# block 1

### Power grid, block 1

Pins as bars on the die edge.
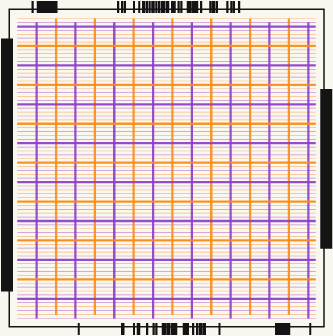

--- src/rtl/fetch_pc_gen.sv ---
// fetch_pc_gen: instruction fetch front end.
//
// Generates block-aligned fetch addresses from the reset vector, the branch
// predictor or a backend mispredict redirect. Requests are pipelined and
// in-order, with at most BUF_DEPTH outstanding. Returned blocks land in a
// small circular fetch buffer. The buffer head is presented to decode with a
// valid/ready handshake. Responses that belong to requests made before a
// redirect or reset are counted in drop_cnt and then discarded.
//
// Ports:
//   clk, rst            clock, synchronous active-high reset
//   imem_addr/rmask     request address (block aligned) and read mask
//   imem_ready          memory accepts the request this cycle
//   imem_resp/rdata     in-order response valid and block data
//   pc_at_fetch         current fetch PC, to the predictor
//   bp_taken/slot/target
//                       combinational prediction for the current block
//   branch_mispredict/branch_target
//                       backend redirect, highest priority
//   out_valid/ready     decode handshake
//   out_pc/insts/mask/branch_pred
//                       head block contents
module fetch_pc_gen #(
  parameter logic [31:0] RESET_PC    = 32'h6000_0000,
  parameter int          FETCH_WIDTH = 2,
  parameter int          BUF_DEPTH   = 4
) (
  input  logic                          clk,
  input  logic                          rst,
  output logic [31:0]                   imem_addr,
  output logic [4*FETCH_WIDTH-1:0]      imem_rmask,
  input  logic                          imem_ready,
  input  logic                          imem_resp,
  input  logic [32*FETCH_WIDTH-1:0]     imem_rdata,
  output logic [31:0]                   pc_at_fetch,
  input  logic                          bp_taken,
  input  logic [((FETCH_WIDTH > 1) ? $clog2(FETCH_WIDTH) : 1)-1:0] bp_slot,
  input  logic [31:0]                   bp_target,
  input  logic                          branch_mispredict,
  input  logic [31:0]                   branch_target,
  output logic                          out_valid,
  input  logic                          out_ready,
  output logic [31:0]                   out_pc,
  output logic [32*FETCH_WIDTH-1:0]     out_insts,
  output logic [FETCH_WIDTH-1:0]        out_mask,
  output logic                          out_branch_pred
);

  localparam int SW = (FETCH_WIDTH > 1) ? $clog2(FETCH_WIDTH) : 1;
  localparam int PW = $clog2(BUF_DEPTH);
  localparam int CW = $clog2(BUF_DEPTH + 1);
  localparam logic [31:0]   BLK_BYTES = 32'(FETCH_WIDTH * 4);
  localparam logic [SW-1:0] LAST_SLOT = SW'(FETCH_WIDTH - 1);

  // Architectural state
  logic [31:0]          pc_q, pc_d;
  logic [PW-1:0]        head_q, head_d;
  logic [PW-1:0]        tail_q, tail_d;
  logic [PW-1:0]        fill_q, fill_d;          // oldest unfilled entry
  logic [CW-1:0]        alloc_cnt_q, alloc_cnt_d;
  logic [CW-1:0]        unfilled_cnt_q, unfilled_cnt_d;
  logic [CW-1:0]        drop_cnt_q, drop_cnt_d;
  logic [BUF_DEPTH-1:0] filled_q, filled_d;

  // Buffer payload (no reset needed: guarded by the counters and filled_q)
  logic [31:0]              ent_blk  [BUF_DEPTH];
  logic [FETCH_WIDTH-1:0]   ent_mask [BUF_DEPTH];
  logic                     ent_pred [BUF_DEPTH];
  logic [32*FETCH_WIDTH-1:0] ent_data [BUF_DEPTH];

  logic [31:0]          blk;
  logic [SW-1:0]        off;
  logic [SW-1:0]        lim;
  logic                 bp_hit;
  logic [FETCH_WIDTH-1:0] new_mask;
  logic [CW:0]          occupied;
  logic                 issue;
  logic                 fire;
  logic                 head_valid;
  logic                 pop;
  logic                 resp_drop;
  logic                 resp_fill;
  logic                 resp_used;
  logic [CW-1:0]        in_flight_after;

  assign blk = pc_q & ~(BLK_BYTES - 32'd1);

  generate
    if (FETCH_WIDTH > 1) begin : g_off
      assign off = pc_q[SW+1:2];
    end else begin : g_off_single
      assign off = '0;
    end
  endgenerate

  // A predicted branch in a slot before the entry point cannot be reached
  // from this PC, so it is treated as not taken.
  assign bp_hit = bp_taken && (bp_slot >= off);
  assign lim    = bp_hit ? bp_slot : LAST_SLOT;

  genvar gi;
  generate
    for (gi = 0; gi < FETCH_WIDTH; gi++) begin : g_mask
      localparam logic [SW-1:0] SLOT = SW'(gi);
      assign new_mask[gi] = (off <= SLOT) && (SLOT <= lim);
    end
  endgenerate

  // Outstanding drops hold buffer credit so every response has a home.
  assign occupied   = {1'b0, alloc_cnt_q} + {1'b0, drop_cnt_q};
  assign issue      = !rst && !branch_mispredict && (occupied < (CW + 1)'(BUF_DEPTH));
  assign fire       = issue && imem_ready;
  assign head_valid = (alloc_cnt_q != '0) && filled_q[head_q];
  assign pop        = head_valid && out_ready;
  assign resp_drop  = imem_resp && (drop_cnt_q != '0);
  assign resp_fill  = imem_resp && (drop_cnt_q == '0) && (unfilled_cnt_q != '0);
  assign resp_used  = resp_drop || resp_fill;

  // Responses still owed by memory once this cycle's response is consumed.
  // Used when a redirect or reset abandons everything in flight.
  assign in_flight_after = unfilled_cnt_q + drop_cnt_q - CW'(resp_used);

  assign imem_addr       = blk;
  assign imem_rmask      = {(4 * FETCH_WIDTH){issue}};
  assign pc_at_fetch     = pc_q;
  assign out_valid       = head_valid;
  assign out_pc          = head_valid ? ent_blk[head_q]  : '0;
  assign out_insts       = head_valid ? ent_data[head_q] : '0;
  assign out_mask        = head_valid ? ent_mask[head_q] : '0;
  assign out_branch_pred = head_valid && ent_pred[head_q];

  always_comb begin
    pc_d           = pc_q;
    head_d         = head_q;
    tail_d         = tail_q;
    fill_d         = fill_q;
    alloc_cnt_d    = alloc_cnt_q;
    unfilled_cnt_d = unfilled_cnt_q;
    drop_cnt_d     = drop_cnt_q;
    filled_d       = filled_q;

    if (branch_mispredict) begin
      // A same-cycle pop has already been consumed by decode, so clearing
      // the whole buffer is still correct.
      pc_d           = branch_target;
      head_d         = '0;
      tail_d         = '0;
      fill_d         = '0;
      alloc_cnt_d    = '0;
      unfilled_cnt_d = '0;
      drop_cnt_d     = in_flight_after;
      filled_d       = '0;
    end else begin
      if (fire) begin
        pc_d = bp_hit ? bp_target : (blk + BLK_BYTES);
      end
      tail_d         = tail_q + PW'(fire);
      head_d         = head_q + PW'(pop);
      fill_d         = fill_q + PW'(resp_fill);
      alloc_cnt_d    = alloc_cnt_q + CW'(fire) - CW'(pop);
      unfilled_cnt_d = unfilled_cnt_q + CW'(fire) - CW'(resp_fill);
      drop_cnt_d     = drop_cnt_q - CW'(resp_drop);
      if (pop) begin
        filled_d[head_q] = 1'b0;
      end
      if (fire) begin
        filled_d[tail_q] = 1'b0;
      end
      if (resp_fill) begin
        filled_d[fill_q] = 1'b1;
      end
    end
  end

  always_ff @(posedge clk) begin
    if (rst) begin
      pc_q           <= RESET_PC;
      head_q         <= '0;
      tail_q         <= '0;
      fill_q         <= '0;
      alloc_cnt_q    <= '0;
      unfilled_cnt_q <= '0;
      // Requests issued before reset still return data. Those responses must be skipped.
      drop_cnt_q     <= in_flight_after;
      filled_q       <= '0;
    end else begin
      pc_q           <= pc_d;
      head_q         <= head_d;
      tail_q         <= tail_d;
      fill_q         <= fill_d;
      alloc_cnt_q    <= alloc_cnt_d;
      unfilled_cnt_q <= unfilled_cnt_d;
      drop_cnt_q     <= drop_cnt_d;
      filled_q       <= filled_d;
    end
  end

  always_ff @(posedge clk) begin
    if (fire) begin
      ent_blk[tail_q]  <= blk;
      ent_mask[tail_q] <= new_mask;
      ent_pred[tail_q] <= bp_hit;
    end
    if (resp_fill) begin
      ent_data[fill_q] <= imem_rdata;
    end
  end

endmodule

--- config.mk ---
export PLATFORM = sky130hd
export DESIGN_NAME = fetch_pc_gen
export DESIGN_NICKNAME = d
export VERILOG_FILES = /design/src/rtl/fetch_pc_gen.sv
export SDC_FILE = /design/constraint.sdc
export NUM_CORES = 1
export LEC_CHECK = 0
export CAP_MARGIN = 20
export CELL_PAD_IN_SITES_DETAIL_PLACEMENT = 1
export CELL_PAD_IN_SITES_GLOBAL_PLACEMENT = 1
export CORE_AREA = 5 5 214 216
export CTS_BUF_LIST = sky130_fd_sc_hd__clkbuf_2
export DETAILED_ROUTE_END_ITERATION = 10
export DIE_AREA = 0 0 219 221
export PLACE_DENSITY = 0.87
export SLEW_MARGIN = 10
export SYNTH_ARGS = -nofsm -noshare
export SYNTH_HDL_FRONTEND = slang
export SYNTH_SLANG_ARGS = --single-unit
--- constraint.sdc ---
create_clock -name clk -period 4.1 [get_ports clk]
set_input_delay 0.82 -clock clk [delete_from_list [all_inputs] [get_ports clk]]
set_output_delay 0.82 -clock clk [all_outputs]
set_load 0.01 [all_outputs]
# block 2

### config.mk
export PLATFORM = sky130hd
export DESIGN_NAME = demod_mac_scheduler_flat
export DESIGN_NICKNAME = d
export VERILOG_FILES = /design/src/rtl/demod_mac_scheduler_if.sv /design/src/rtl/demod_mac_scheduler.sv /design/src/flat_wrapper.sv
export SDC_FILE = /design/constraint.sdc
export NUM_CORES = 1
export LEC_CHECK = 0
export CORE_MARGIN = 4
export CORE_UTILIZATION = 56
export CTS_CLUSTER_SIZE = 14
export DETAILED_ROUTE_END_ITERATION = 10
export GPL_TIMING_DRIVEN = 1
export PLACE_DENSITY_LB_ADDON = 0.3
export REMOVE_ABC_BUFFERS = 1
export SKIP_CTS_REPAIR_TIMING = 1
export SYNTH_ARGS = -nofsm -noshare
export SYNTH_HDL_FRONTEND = slang
export SYNTH_SLANG_ARGS = --single-unit
### constraint.sdc
create_clock -name clk -period 8.16 [get_ports clk]
set_input_delay 1.632 -clock clk [delete_from_list [all_inputs] [get_ports clk]]
set_output_delay 1.632 -clock clk [all_outputs]
set_load 0.05 [all_outputs]
### src/rtl/demod_mac_scheduler_if.sv
`default_nettype none
// ============================================================================
// Module  : demod_mac_scheduler_if
// Brief   : Delay-line, tap/coefficient and result bus of the demod MAC scheduler.
// Revision: 1.0
// ============================================================================
interface demod_mac_scheduler_if #(
  parameter int P_DW    = 5,
  parameter int P_ACC_W = 14
);
  logic                      sample_valid;
  logic                      shift_en;
  logic [2:0]                index;
  logic [3:0]                tap_sel;
  logic signed [P_DW-1:0]    tap_data;
  logic signed [P_DW-1:0]    coef_in;
  logic signed [P_ACC_W-1:0] result_data;
  logic                      result_valid;
  logic                      result_ready;
  logic                      busy;
  logic                      overrun;
  logic [7:0]                overrun_cnt;

  modport master (
    input  sample_valid, tap_data, coef_in, result_ready,
    output shift_en, index, tap_sel, result_data, result_valid, busy, overrun, overrun_cnt
  );

  modport slave (
    output sample_valid, tap_data, coef_in, result_ready,
    input  shift_en, index, tap_sel, result_data, result_valid, busy, overrun, overrun_cnt
  );
endinterface
`default_nettype wire

### src/rtl/demod_mac_scheduler.sv
`default_nettype none
// ============================================================================
// Module  : demod_mac_scheduler
// Brief   : Delay-line shift/phase sequencer and per-shift tap x coef MAC.
// Revision: 1.0
// ============================================================================
module demod_mac_scheduler #(
  parameter int P_TAPS  = 10,
  parameter int P_OSR   = 8,
  parameter int P_DW    = 5,
  parameter int P_ACC_W = 14
) (
  input  logic                  clk,
  input  logic                  reset,
  demod_mac_scheduler_if.master mac_if
);

  localparam int         C_PROD_W     = 2 * P_DW;
  localparam logic [2:0] C_PHASE_LAST = 3'(P_OSR - 1);
  localparam logic [3:0] C_TAP_LAST   = 4'(P_TAPS - 1);

  typedef enum logic [1:0] {
    S_IDLE = 2'd0,
    S_WAIT = 2'd1,
    S_RUN  = 2'd2,
    S_HOLD = 2'd3
  } state_t;

  state_t                    state_q;
  logic [2:0]                phase_q;
  logic [3:0]                tap_sel_q;
  logic signed [P_ACC_W-1:0] acc_q;
  logic signed [P_ACC_W-1:0] result_q;
  logic                      valid_q;
  logic [7:0]                ovr_cnt_q;

  logic                      shift_evt;
  logic                      blocked;
  logic                      drop;
  logic signed [C_PROD_W-1:0] prod;
  logic signed [P_ACC_W-1:0]  acc_sum;

  assign shift_evt = mac_if.sample_valid && (phase_q == 3'd0);
  assign blocked   = (state_q == S_WAIT) || (state_q == S_RUN) ||
                     ((state_q == S_HOLD) && !mac_if.result_ready);
  assign drop      = shift_evt && blocked;

  assign prod    = C_PROD_W'(mac_if.tap_data) * C_PROD_W'(mac_if.coef_in);
  assign acc_sum = acc_q + {{(P_ACC_W - C_PROD_W){prod[C_PROD_W-1]}}, prod};

  always_ff @(posedge clk) begin
    if (reset) begin
      state_q   <= S_IDLE;
      phase_q   <= 3'd0;
      tap_sel_q <= 4'd0;
      acc_q     <= '0;
      result_q  <= '0;
      valid_q   <= 1'b0;
      ovr_cnt_q <= 8'd0;
    end else begin
      // Phase keeps advancing even when the decimated shift is dropped.
      if (mac_if.sample_valid) begin
        phase_q <= (phase_q == C_PHASE_LAST) ? 3'd0 : phase_q + 3'd1;
      end
      if (drop && (ovr_cnt_q != 8'hFF)) begin
        ovr_cnt_q <= ovr_cnt_q + 8'd1;
      end

      case (state_q)
        S_IDLE: begin
          if (shift_evt) state_q <= S_WAIT;
        end
        S_WAIT: begin
          acc_q     <= '0;
          tap_sel_q <= 4'd0;
          state_q   <= S_RUN;
        end
        S_RUN: begin
          acc_q <= acc_sum;
          if (tap_sel_q == C_TAP_LAST) begin
            result_q  <= acc_sum;
            valid_q   <= 1'b1;
            tap_sel_q <= 4'd0;
            state_q   <= S_HOLD;
          end else begin
            tap_sel_q <= tap_sel_q + 4'd1;
          end
        end
        S_HOLD: begin
          // A shift accepted in the same cycle as the handshake restarts directly.
          if (mac_if.result_ready) begin
            valid_q <= 1'b0;
            state_q <= shift_evt ? S_WAIT : S_IDLE;
          end
        end
        default: state_q <= S_IDLE;
      endcase
    end
  end

  assign mac_if.shift_en     = mac_if.sample_valid && !drop;
  assign mac_if.index        = phase_q;
  assign mac_if.tap_sel      = tap_sel_q;
  assign mac_if.result_data  = result_q;
  assign mac_if.result_valid = valid_q;
  assign mac_if.busy         = (state_q != S_IDLE);
  assign mac_if.overrun      = drop;
  assign mac_if.overrun_cnt  = ovr_cnt_q;

endmodule
`default_nettype wire

### src/flat_wrapper.sv
// flat-port wrapper written by rule: the top's interface ports become plain ports
module demod_mac_scheduler_flat 
#(
  parameter int P_TAPS  = 10,
  parameter int P_OSR   = 8,
  parameter int P_DW    = 5,
  parameter int P_ACC_W = 14
)
  (clk, reset, mac_if_sample_valid, mac_if_tap_data, mac_if_coef_in, mac_if_result_ready, mac_if_shift_en, mac_if_index, mac_if_tap_sel, mac_if_result_data, mac_if_result_valid, mac_if_busy, mac_if_overrun, mac_if_overrun_cnt);
  demod_mac_scheduler_if #(.P_DW(P_DW), .P_ACC_W(P_ACC_W)) mac_if_i ();
  input  logic clk;
  input  logic reset;
  input wire logic [$bits(mac_if_i.sample_valid)-1:0] mac_if_sample_valid;
  input wire logic [$bits(mac_if_i.tap_data)-1:0] mac_if_tap_data;
  input wire logic [$bits(mac_if_i.coef_in)-1:0] mac_if_coef_in;
  input wire logic [$bits(mac_if_i.result_ready)-1:0] mac_if_result_ready;
  output wire logic [$bits(mac_if_i.shift_en)-1:0] mac_if_shift_en;
  output wire logic [$bits(mac_if_i.index)-1:0] mac_if_index;
  output wire logic [$bits(mac_if_i.tap_sel)-1:0] mac_if_tap_sel;
  output wire logic [$bits(mac_if_i.result_data)-1:0] mac_if_result_data;
  output wire logic [$bits(mac_if_i.result_valid)-1:0] mac_if_result_valid;
  output wire logic [$bits(mac_if_i.busy)-1:0] mac_if_busy;
  output wire logic [$bits(mac_if_i.overrun)-1:0] mac_if_overrun;
  output wire logic [$bits(mac_if_i.overrun_cnt)-1:0] mac_if_overrun_cnt;
  assign mac_if_i.sample_valid = mac_if_sample_valid;
  assign mac_if_i.tap_data = mac_if_tap_data;
  assign mac_if_i.coef_in = mac_if_coef_in;
  assign mac_if_i.result_ready = mac_if_result_ready;
  assign mac_if_shift_en = mac_if_i.shift_en;
  assign mac_if_index = mac_if_i.index;
  assign mac_if_tap_sel = mac_if_i.tap_sel;
  assign mac_if_result_data = mac_if_i.result_data;
  assign mac_if_result_valid = mac_if_i.result_valid;
  assign mac_if_busy = mac_if_i.busy;
  assign mac_if_overrun = mac_if_i.overrun;
  assign mac_if_overrun_cnt = mac_if_i.overrun_cnt;
  demod_mac_scheduler #(.P_TAPS(P_TAPS), .P_OSR(P_OSR), .P_DW(P_DW), .P_ACC_W(P_ACC_W)) u_core (.clk(clk), .reset(reset), .mac_if(mac_if_i));
endmodule
# block 3

[src/rtl/dcache_req_pkg.sv]
// Shared types and default sizes for the D-cache memory requester.
// Imported by the interface, the watchdog and the top-level requester.
package dcache_req_pkg;

    localparam int DEF_ADDR_W         = 26;
    localparam int DEF_LINE_W         = 128;
    localparam int DEF_TIMEOUT_CYCLES = 64;
    localparam int TMO_CNT_W          = 16;

    typedef enum logic [1:0] {
        IDLE = 2'd0,
        REQ  = 2'd1,
        RESP = 2'd2
    } state_t;

endpackage

[src/rtl/dcache_mem_requester_if.sv]
// Signal bundle between the requester (master) and the D-cache pipeline plus
// memory controller (slave), which the requester faces on either side.
interface dcache_mem_requester_if
    import dcache_req_pkg::*;
#(
    parameter int ADDR_W = DEF_ADDR_W,
    parameter int LINE_W = DEF_LINE_W
);
    logic              miss_valid;
    logic              miss_ready;
    logic [ADDR_W-1:0] miss_addr;
    logic              victim_dirty;
    logic [ADDR_W-1:0] victim_addr;
    logic [LINE_W-1:0] victim_data;
    logic              refill_valid;
    logic [LINE_W-1:0] refill_data;
    logic [ADDR_W-1:0] refill_addr;
    logic              wb_done;
    logic              busy;
    logic              reqD_cache;
    logic              reqD_cache_write;
    logic [ADDR_W-1:0] reqAddrD_mem;
    logic [ADDR_W-1:0] reqAddrD_write_mem;
    logic [LINE_W-1:0] data_from_cache;
    logic [LINE_W-1:0] data_to_cache;
    logic              read_ready_for_dcache;
    logic              written_data_ack;

    modport master (
        input  miss_valid, miss_addr, victim_dirty, victim_addr, victim_data,
        input  data_to_cache, read_ready_for_dcache, written_data_ack,
        output miss_ready, refill_valid, refill_data, refill_addr, wb_done, busy,
        output reqD_cache, reqD_cache_write, reqAddrD_mem, reqAddrD_write_mem,
        output data_from_cache
    );

    modport slave (
        output miss_valid, miss_addr, victim_dirty, victim_addr, victim_data,
        output data_to_cache, read_ready_for_dcache, written_data_ack,
        input  miss_ready, refill_valid, refill_data, refill_addr, wb_done, busy,
        input  reqD_cache, reqD_cache_write, reqAddrD_mem, reqAddrD_write_mem,
        input  data_from_cache
    );

endinterface

[src/rtl/dcache_req_watchdog.sv]
// REQ-state watchdog: cycle counter restarted on every accept, plus a sticky
// error flag raised when the controller never answers within TIMEOUT_CYCLES.
module dcache_req_watchdog
    import dcache_req_pkg::*;
#(
    parameter int TIMEOUT_CYCLES = DEF_TIMEOUT_CYCLES
) (
    input  logic clk,
    input  logic reset,
    input  logic start,
    input  logic in_req,
    input  logic ready,
    output logic expire,
    output logic timeout_err
);

    logic [TMO_CNT_W-1:0] count_reg;
    logic                 err_reg;

    // The count equals the number of REQ cycles already elapsed, so expiry
    // on the last permitted cycle gives exactly TIMEOUT_CYCLES REQ cycles.
    assign expire      = in_req && !ready &&
                         (count_reg == TMO_CNT_W'(TIMEOUT_CYCLES - 1));
    assign timeout_err = err_reg;

    always_ff @(posedge clk) begin
        if (reset) begin
            count_reg <= '0;
            err_reg   <= 1'b0;
        end else begin
            if (start) begin
                count_reg <= '0;
            end else if (in_req) begin
                count_reg <= count_reg + 1'b1;
            end
            if (expire) begin
                err_reg <= 1'b1;
            end
        end
    end

endmodule

[src/rtl/dcache_mem_requester.sv]
// D-cache miss requester: one outstanding miss, combined write-back + refill
// request to the memory controller. DCACHE_REQ_TIMEOUT_EN adds a REQ watchdog.
module dcache_mem_requester
    import dcache_req_pkg::*;
#(
    parameter int ADDR_W = DEF_ADDR_W,
    parameter int LINE_W = DEF_LINE_W
`ifdef DCACHE_REQ_TIMEOUT_EN
    ,
    parameter int TIMEOUT_CYCLES = DEF_TIMEOUT_CYCLES
`endif
) (
    input  logic                  clk,
    input  logic                  reset,
    dcache_mem_requester_if.master bus
`ifdef DCACHE_REQ_TIMEOUT_EN
    ,
    output logic                  timeout_err
`endif
);

    state_t            state_reg, state_next;
    logic              accept;
    logic              ack_take;
    logic              expire;

    logic [ADDR_W-1:0] addr_reg;
    logic              dirty_reg;
    logic [ADDR_W-1:0] vaddr_reg;
    logic [LINE_W-1:0] vdata_reg;
    logic [LINE_W-1:0] refill_data_reg;
    logic              wb_seen_reg;
    logic              wb_done_reg;

`ifdef DCACHE_REQ_TIMEOUT_EN
    dcache_req_watchdog #(
        .TIMEOUT_CYCLES (TIMEOUT_CYCLES)
    ) u_watchdog (
        .clk         (clk),
        .reset       (reset),
        .start       (accept),
        .in_req      (state_reg == REQ),
        .ready       (bus.read_ready_for_dcache),
        .expire      (expire),
        .timeout_err (timeout_err)
    );
`else
    assign expire = 1'b0;
`endif

    always_comb begin
        state_next = state_reg;
        accept     = 1'b0;
        case (state_reg)
            IDLE: begin
                if (bus.miss_valid) begin
                    accept     = 1'b1;
                    state_next = REQ;
                end
            end
            REQ: begin
                if (bus.read_ready_for_dcache) begin
                    state_next = RESP;
                end else if (expire) begin
                    state_next = IDLE;
                end
            end
            RESP:    state_next = IDLE;
            default: state_next = IDLE;
        endcase
    end

    // Only the first acknowledge of a dirty transaction counts as a write-back.
    assign ack_take = (state_reg == REQ) && dirty_reg &&
                      bus.written_data_ack && !wb_seen_reg;

    always_ff @(posedge clk) begin
        if (reset) begin
            state_reg       <= IDLE;
            addr_reg        <= '0;
            dirty_reg       <= 1'b0;
            vaddr_reg       <= '0;
            vdata_reg       <= '0;
            refill_data_reg <= '0;
            wb_seen_reg     <= 1'b0;
            wb_done_reg     <= 1'b0;
        end else begin
            state_reg   <= state_next;
            wb_done_reg <= ack_take;
            if (accept) begin
                addr_reg    <= bus.miss_addr;
                dirty_reg   <= bus.victim_dirty;
                vaddr_reg   <= bus.victim_addr;
                vdata_reg   <= bus.victim_data;
                wb_seen_reg <= 1'b0;
            end else if (ack_take) begin
                wb_seen_reg <= 1'b1;
            end
            if ((state_reg == REQ) && bus.read_ready_for_dcache) begin
                refill_data_reg <= bus.data_to_cache;
            end
        end
    end

    assign bus.miss_ready         = (state_reg == IDLE);
    assign bus.busy               = (state_reg != IDLE);
    assign bus.reqD_cache         = (state_reg == REQ);
    assign bus.reqD_cache_write   = (state_reg == REQ) && dirty_reg;
    assign bus.reqAddrD_mem       = addr_reg;
    assign bus.reqAddrD_write_mem = vaddr_reg;
    assign bus.data_from_cache    = vdata_reg;
    assign bus.refill_valid       = (state_reg == RESP);
    assign bus.refill_data        = refill_data_reg;
    assign bus.refill_addr        = addr_reg;
    assign bus.wb_done            = wb_done_reg;

endmodule
[src/flat_wrapper.sv]
// flat-port wrapper written by rule: the top's interface ports become plain ports
module dcache_mem_requester_flat import dcache_req_pkg::*;
#(
    parameter int ADDR_W = DEF_ADDR_W,
    parameter int LINE_W = DEF_LINE_W

)
  (clk, reset, bus_miss_valid, bus_miss_addr, bus_victim_dirty, bus_victim_addr, bus_victim_data, bus_data_to_cache, bus_read_ready_for_dcache, bus_written_data_ack, bus_miss_ready, bus_refill_valid, bus_refill_data, bus_refill_addr, bus_wb_done, bus_busy, bus_reqD_cache, bus_reqD_cache_write, bus_reqAddrD_mem, bus_reqAddrD_write_mem, bus_data_from_cache);
  dcache_mem_requester_if #(.ADDR_W(ADDR_W), .LINE_W(LINE_W)) bus_i ();
  input  logic clk;
  input  logic reset;
  input wire logic [$bits(bus_i.miss_valid)-1:0] bus_miss_valid;
  input wire logic [$bits(bus_i.miss_addr)-1:0] bus_miss_addr;
  input wire logic [$bits(bus_i.victim_dirty)-1:0] bus_victim_dirty;
  input wire logic [$bits(bus_i.victim_addr)-1:0] bus_victim_addr;
  input wire logic [$bits(bus_i.victim_data)-1:0] bus_victim_data;
  input wire logic [$bits(bus_i.data_to_cache)-1:0] bus_data_to_cache;
  input wire logic [$bits(bus_i.read_ready_for_dcache)-1:0] bus_read_ready_for_dcache;
  input wire logic [$bits(bus_i.written_data_ack)-1:0] bus_written_data_ack;
  output wire logic [$bits(bus_i.miss_ready)-1:0] bus_miss_ready;
  output wire logic [$bits(bus_i.refill_valid)-1:0] bus_refill_valid;
  output wire logic [$bits(bus_i.refill_data)-1:0] bus_refill_data;
  output wire logic [$bits(bus_i.refill_addr)-1:0] bus_refill_addr;
  output wire logic [$bits(bus_i.wb_done)-1:0] bus_wb_done;
  output wire logic [$bits(bus_i.busy)-1:0] bus_busy;
  output wire logic [$bits(bus_i.reqD_cache)-1:0] bus_reqD_cache;
  output wire logic [$bits(bus_i.reqD_cache_write)-1:0] bus_reqD_cache_write;
  output wire logic [$bits(bus_i.reqAddrD_mem)-1:0] bus_reqAddrD_mem;
  output wire logic [$bits(bus_i.reqAddrD_write_mem)-1:0] bus_reqAddrD_write_mem;
  output wire logic [$bits(bus_i.data_from_cache)-1:0] bus_data_from_cache;
  assign bus_i.miss_valid = bus_miss_valid;
  assign bus_i.miss_addr = bus_miss_addr;
  assign bus_i.victim_dirty = bus_victim_dirty;
  assign bus_i.victim_addr = bus_victim_addr;
  assign bus_i.victim_data = bus_victim_data;
  assign bus_i.data_to_cache = bus_data_to_cache;
  assign bus_i.read_ready_for_dcache = bus_read_ready_for_dcache;
  assign bus_i.written_data_ack = bus_written_data_ack;
  assign bus_miss_ready = bus_i.miss_ready;
  assign bus_refill_valid = bus_i.refill_valid;
  assign bus_refill_data = bus_i.refill_data;
  assign bus_refill_addr = bus_i.refill_addr;
  assign bus_wb_done = bus_i.wb_done;
  assign bus_busy = bus_i.busy;
  assign bus_reqD_cache = bus_i.reqD_cache;
  assign bus_reqD_cache_write = bus_i.reqD_cache_write;
  assign bus_reqAddrD_mem = bus_i.reqAddrD_mem;
  assign bus_reqAddrD_write_mem = bus_i.reqAddrD_write_mem;
  assign bus_data_from_cache = bus_i.data_from_cache;
  dcache_mem_requester #(.ADDR_W(ADDR_W), .LINE_W(LINE_W)) u_core (.clk(clk), .reset(reset), .bus(bus_i));
endmodule
[config.mk]
export PLATFORM = sky130hd
export DESIGN_NAME = dcache_mem_requester_flat
export DESIGN_NICKNAME = d
export VERILOG_FILES = /design/src/rtl/dcache_req_pkg.sv /design/src/rtl/dcache_mem_requester_if.sv /design/src/rtl/dcache_req_watchdog.sv /design/src/rtl/dcache_mem_requester.sv /design/src/flat_wrapper.sv
export SDC_FILE = /design/constraint.sdc
export NUM_CORES = 1
export LEC_CHECK = 0
export CAP_MARGIN = 30
export CORE_AREA = 2 2 256 258
export DETAILED_ROUTE_END_ITERATION = 6
export DIE_AREA = 0 0 258 260
export GPL_TIMING_DRIVEN = 0
export PLACE_DENSITY = 0.49
export SLEW_MARGIN = 30
export SYNTH_ARGS = -nofsm -noshare
export SYNTH_HDL_FRONTEND = slang
export SYNTH_SLANG_ARGS = --single-unit
[constraint.sdc]
create_clock -name clk -period 1.9 [get_ports clk]
set_input_delay 0.285 -clock clk [delete_from_list [all_inputs] [get_ports clk]]
set_output_delay 0.285 -clock clk [all_outputs]
set_load 0.005 [all_outputs]

==> gallery <==
Cells coloured by class.
panel A
Bar = 20 µm.
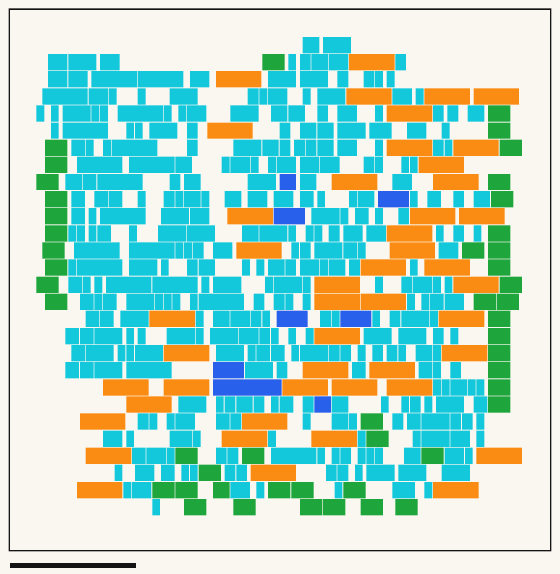
panel B
Bar = 100 µm.
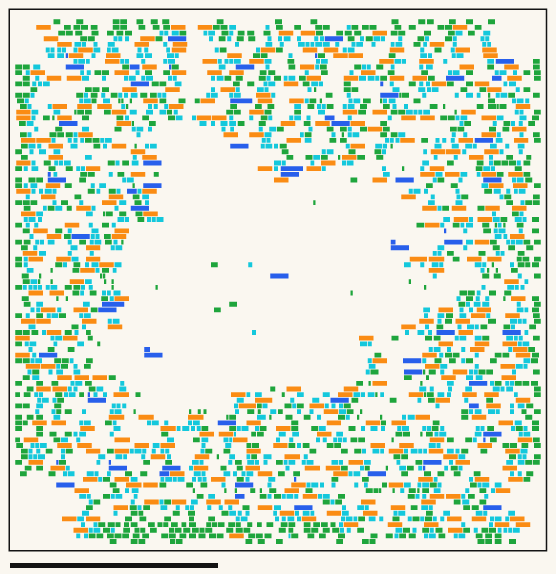
panel C
Bar = 50 µm.
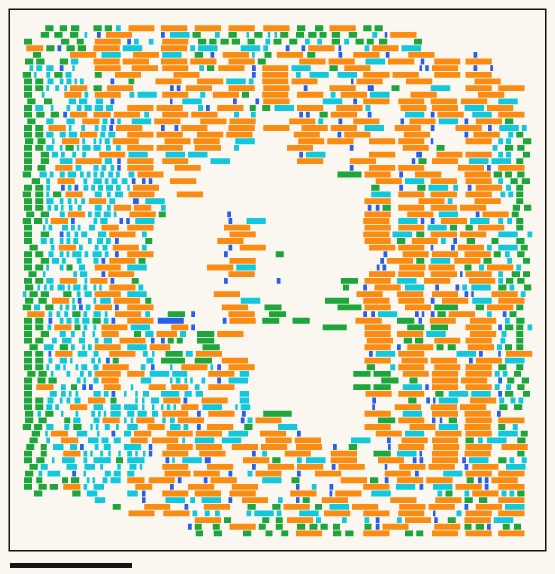
| picture | from |
|---|---|
| panel C | block 1 |
| panel B | block 3 |
| panel A | block 2 |

### Signal wires by layer, block 1

Two of the layers only.
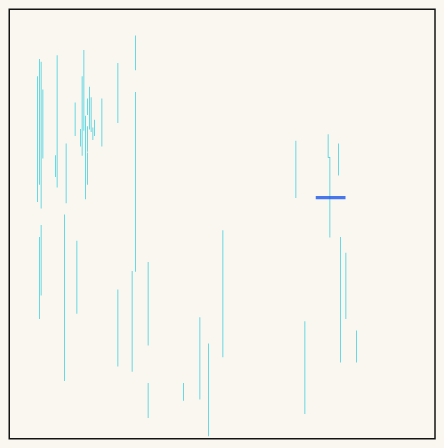
cyan -> M4  # wire length 1,540 µm
blue -> M5  # wire length 13.8 µm
total wire length: 51.3 mm
Vias: 11,428
All-Layer GR Usage: 0.210
wire length per cell after detailed routing: 24.3 µm

### Clock network drawn from the DEF, block 1

Bar = 50 µm.
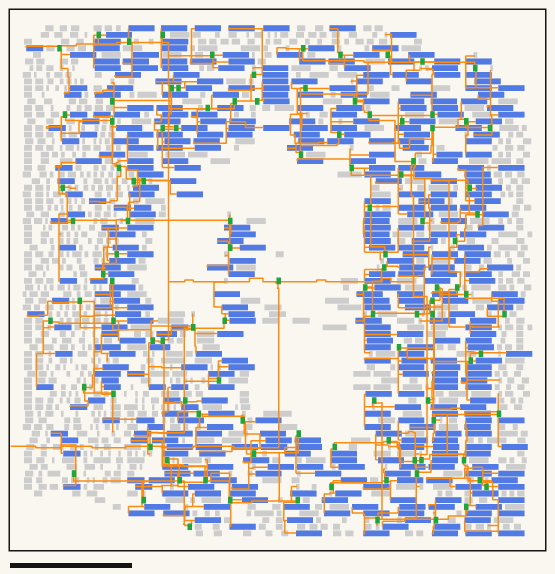
orange -> clock wires  # length 5,900 µm
green -> clock-net drivers  # count 106
blue -> flip-flops  # count 435
flops lie = all over the die

## Picture notes: 'Power grid' of block 1
purple -> VSS
orange -> VDD
met4 straps = 15
met1 rails = 78
Die Y: 221 µm
Peak VDD IR: 191 µV
core footprint: 0.0437 mm²
die x size: 219 µm

==> results.sh, block 1 <==
# yosys + openroad results
export IMPL_clk_power_mw=2.86
export IMPL_regArea_mm2=0.0126
export IMPL_lay_top_count="edfxtp_1"
export IMPL_initCoreUtil=0.415
export IMPL_largest_register_ffs=256
export IMPL_seq_cell_count=435
export IMPL_p_per_area_mw_per_mm2=371
export IMPL_status="completed"
export IMPL_power_frac_comb=0.080
export IMPL_ys_top_cells_by_area="edfxtp_1 (64%), mux4_2 (12%), dfxtp_1 (5.6%)"
export IMPL_portBuffers=301
export IMPL_path_depth=6
export IMPL_grt_first_pass_wirelength_mm=77.3
export IMPL_rsz0062_at_grt="no"
export IMPL_nNonClkInverters=25
export IMPL_cts_root_buf="clkbuf_2"
export IMPL_yosys_stat_seqShare=0.692
export IMPL_grt_max_degree=102
export IMPL_met3_length_mm=4.17
export IMPL_seq_power_mw=5.00
export IMPL_endpoint_kind="output port"
export IMPL_p_seq_frac=0.586
export IMPL_top_area_frac=0.635
export IMPL_period_used=0.947
export IMPL_sh_seq_area=0.545
export IMPL_dr_wl_met2_mm=25.2
export IMPL_cap_violations=0
[block 1: kinds of logic (layout without fill, tap and decap cells)]
logic type,count (synthesis),count (layout),synth area share
other,1,8,0.000207
flip-flops,435,435,0.692
XOR/XNOR,16,16,0.00772
adder cells (fa/ha/maj),18,18,0.0137
AND/OR/NAND/NOR,258,258,0.0796
buffers and inverters,123,563,0.0382
multiplexers,105,105,0.125
AND-OR/OR-AND,119,119,0.0438
[block 1: routing by layer]
layer,vias to the layer above,GRT usage
li1,4969,-
met1,5796,0.263
met2,560,0.349
met3,101,0.0595
met4,2,0.0800
met5,-,0
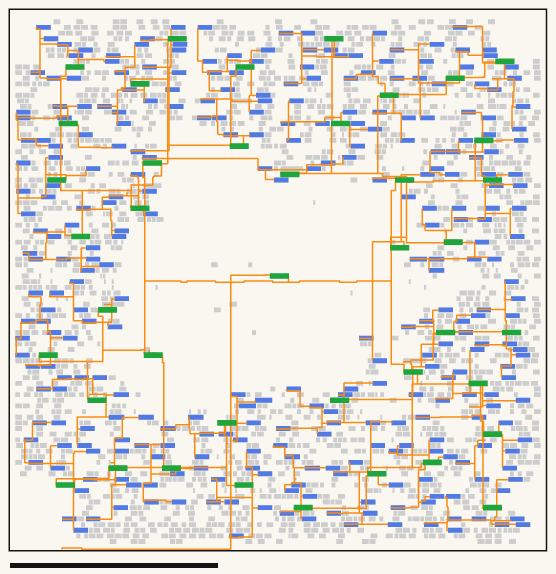
*Clock network drawn from the DEF, block 3*
Bar = 100 µm.
blue -> flip-flops  # count 313
orange -> clock wires  # length 5,540 µm
green -> clock-net drivers  # count 41
flops lie = all over the die

### Signal wires by layer, block 3

Two of the layers only.
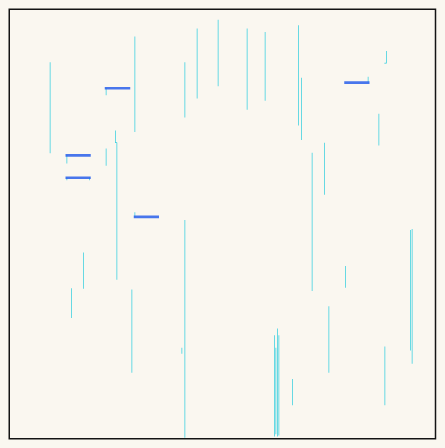
blue -> M5  # wire length 69.0 µm
cyan -> M4  # wire length 1,400 µm
Vias: 11,770
total wire length: 56.1 mm
All-Layer GR Usage: 0.163
wire length per cell after detailed routing: 18.9 µm

==> results.sh, block 3 <==
# yosys + openroad results
export IMPL_status="completed"
export IMPL_hold_slack_ns=0.295
export IMPL_synthTopLogicFamily="simple AND/OR/NAND/NOR gates"
export IMPL_top_area_frac=0.445
export IMPL_warnings=26
export IMPL_pre_cts_slack_ns=-0.334
export IMPL_ys_area_mm2=0.0141
export IMPL_r2r_slack_ns=0.14
export IMPL_ys_ff=313
export IMPL_post_cts_setup_buffers=3
export IMPL_switchingPower_mw=4.43
export IMPL_stdcell_count=2964
export IMPL_area_growth_syn_to_layout_pct=63.8
export IMPL_overflow=0
export IMPL_initCoreUtil=0.220
export IMPL_synth_cells=1384
export IMPL_min_to="u_core.bus.refill_data[78]"
export IMPL_cp_arrival_ns=1.56
export IMPL_drive_gt1_frac=0.0665
[block 3: metal layers]
layer,up-vias,GRT usage,share of wire
met4,10,0.0517,0.025
met5,-,0,0.0012
li1,5811,-,-
met3,81,0.0542,0.077
met1,5472,0.181,0.39
met2,396,0.293,0.51
[block 3: critical path, delay by kind of cell (launching register included)]
family | cells | cell delay [ns]
buf+inv | 2 | 0.61
flops | 1 | 0.39
### Signal wires by layer, block 2

Two of the layers only.
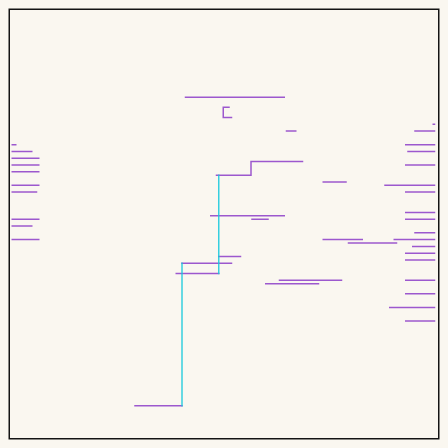
cyan -> M4  # wire length 48.3 µm
purple -> M3  # wire length 289 µm

==> results.sh, block 2 <==
# yosys + openroad results
export IMPL_status="completed"
export IMPL_drive_gt1_frac=0.0267
export IMPL_dieWidth_um=85.8
export IMPL_finalNetCount=520
export IMPL_clock_path_buffers=2
export IMPL_comb_area_mm2=0.00226
export IMPL_path_cells="clkdlybuf4s50_1 -> nand2b_1 -> fa_1 -> fa_1 -> fa_1 -> inv_1 -> fa_1 -> a211oi_2 -> o21bai_1 -> a21oi_1 -> xnor2_1 -> ha_1 -> o21a_1 -> o211ai_1 -> o21a_1 -> o31a_1 -> xnor2_1 -> nor3_1 -> a221o_1"
export IMPL_pre_cts_slack_ns=1.12
export IMPL_antenna_found_initial=0
export IMPL_avgViaCountPerCell=5.29
export IMPL_vdd_drop_max_uv=163
export IMPL_r2r_slack_ns=5.52
export IMPL_setup_slack_ns=1.46
export IMPL_power_top_group="combinational cells"
export IMPL_fin_skew_ns=0.00971
export IMPL_clk_pin_slew_worst_paths_ns=0.09
export IMPL_min_to="u_core.mac_if.result_data[11]"
export IMPL_rsz0062_at_grt="no"
export IMPL_synthXorXnorAreaFrac=0.0775
export IMPL_aoi_share=0.147
export IMPL_r2r_end="u_core.mac_if.overrun_cnt[5]"
export IMPL_intPower_uw=536
export IMPL_place_gp_congestion=0.838
export IMPL_endpoint_kind="flip-flop"
export IMPL_yosys_stat_seqShare=0.272
export IMPL_cp_slowest_cell="fa_1"
export IMPL_dr_wl_met2_mm=3.47
export IMPL_hold_depth=2
export IMPL_crit_type="in2reg"
export IMPL_core_area_mm2=0.00589
export IMPL_mux_share=0.00590
==> block 2: layout by cell type, fill, tap and decap left out, types with 3 or more instances in the layout <==
cell and count:
fa_1 18, inv_1 47, clkbuf_8 5, o21bai_1 3, nand3_1 6, nor2_1 43, clkdlybuf4s50_1 46, nor3_1 5
a21o_1 4, o21ai_1 12, nand2b_1 5, dfxtp_1 46, ha_1 40, a22oi_1 7, nand3b_1 4, nand2_1 40
nand4_1 3, o21ai_0 5, and2_1 18, xnor2_1 19, xor2_1 11, o21a_1 4, a21oi_1 29


## Gallery

Clock routing.
image #1
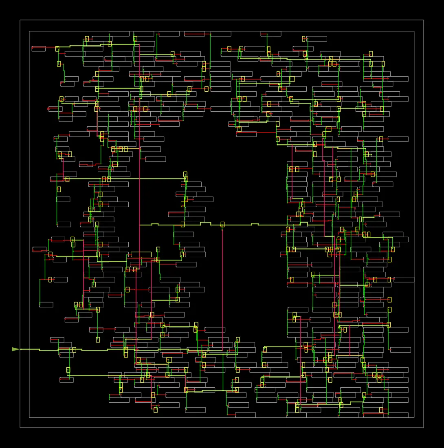
image #2
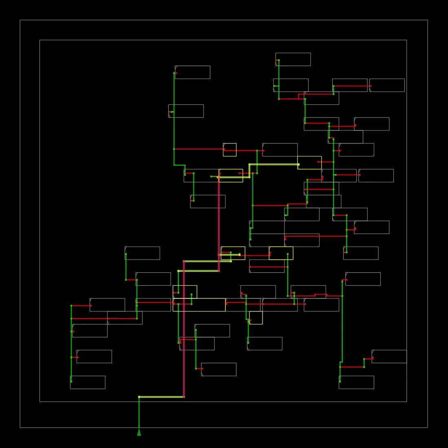
image #3
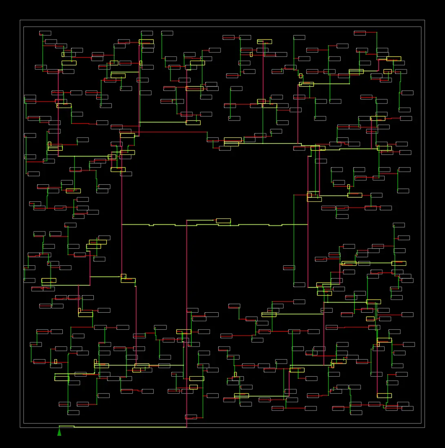
- fewest sequential cells: image #2
- fewest clock buffers: image #2
Image #3 is block 3.
Image #2 is block 2.
Image #1 is block 1.

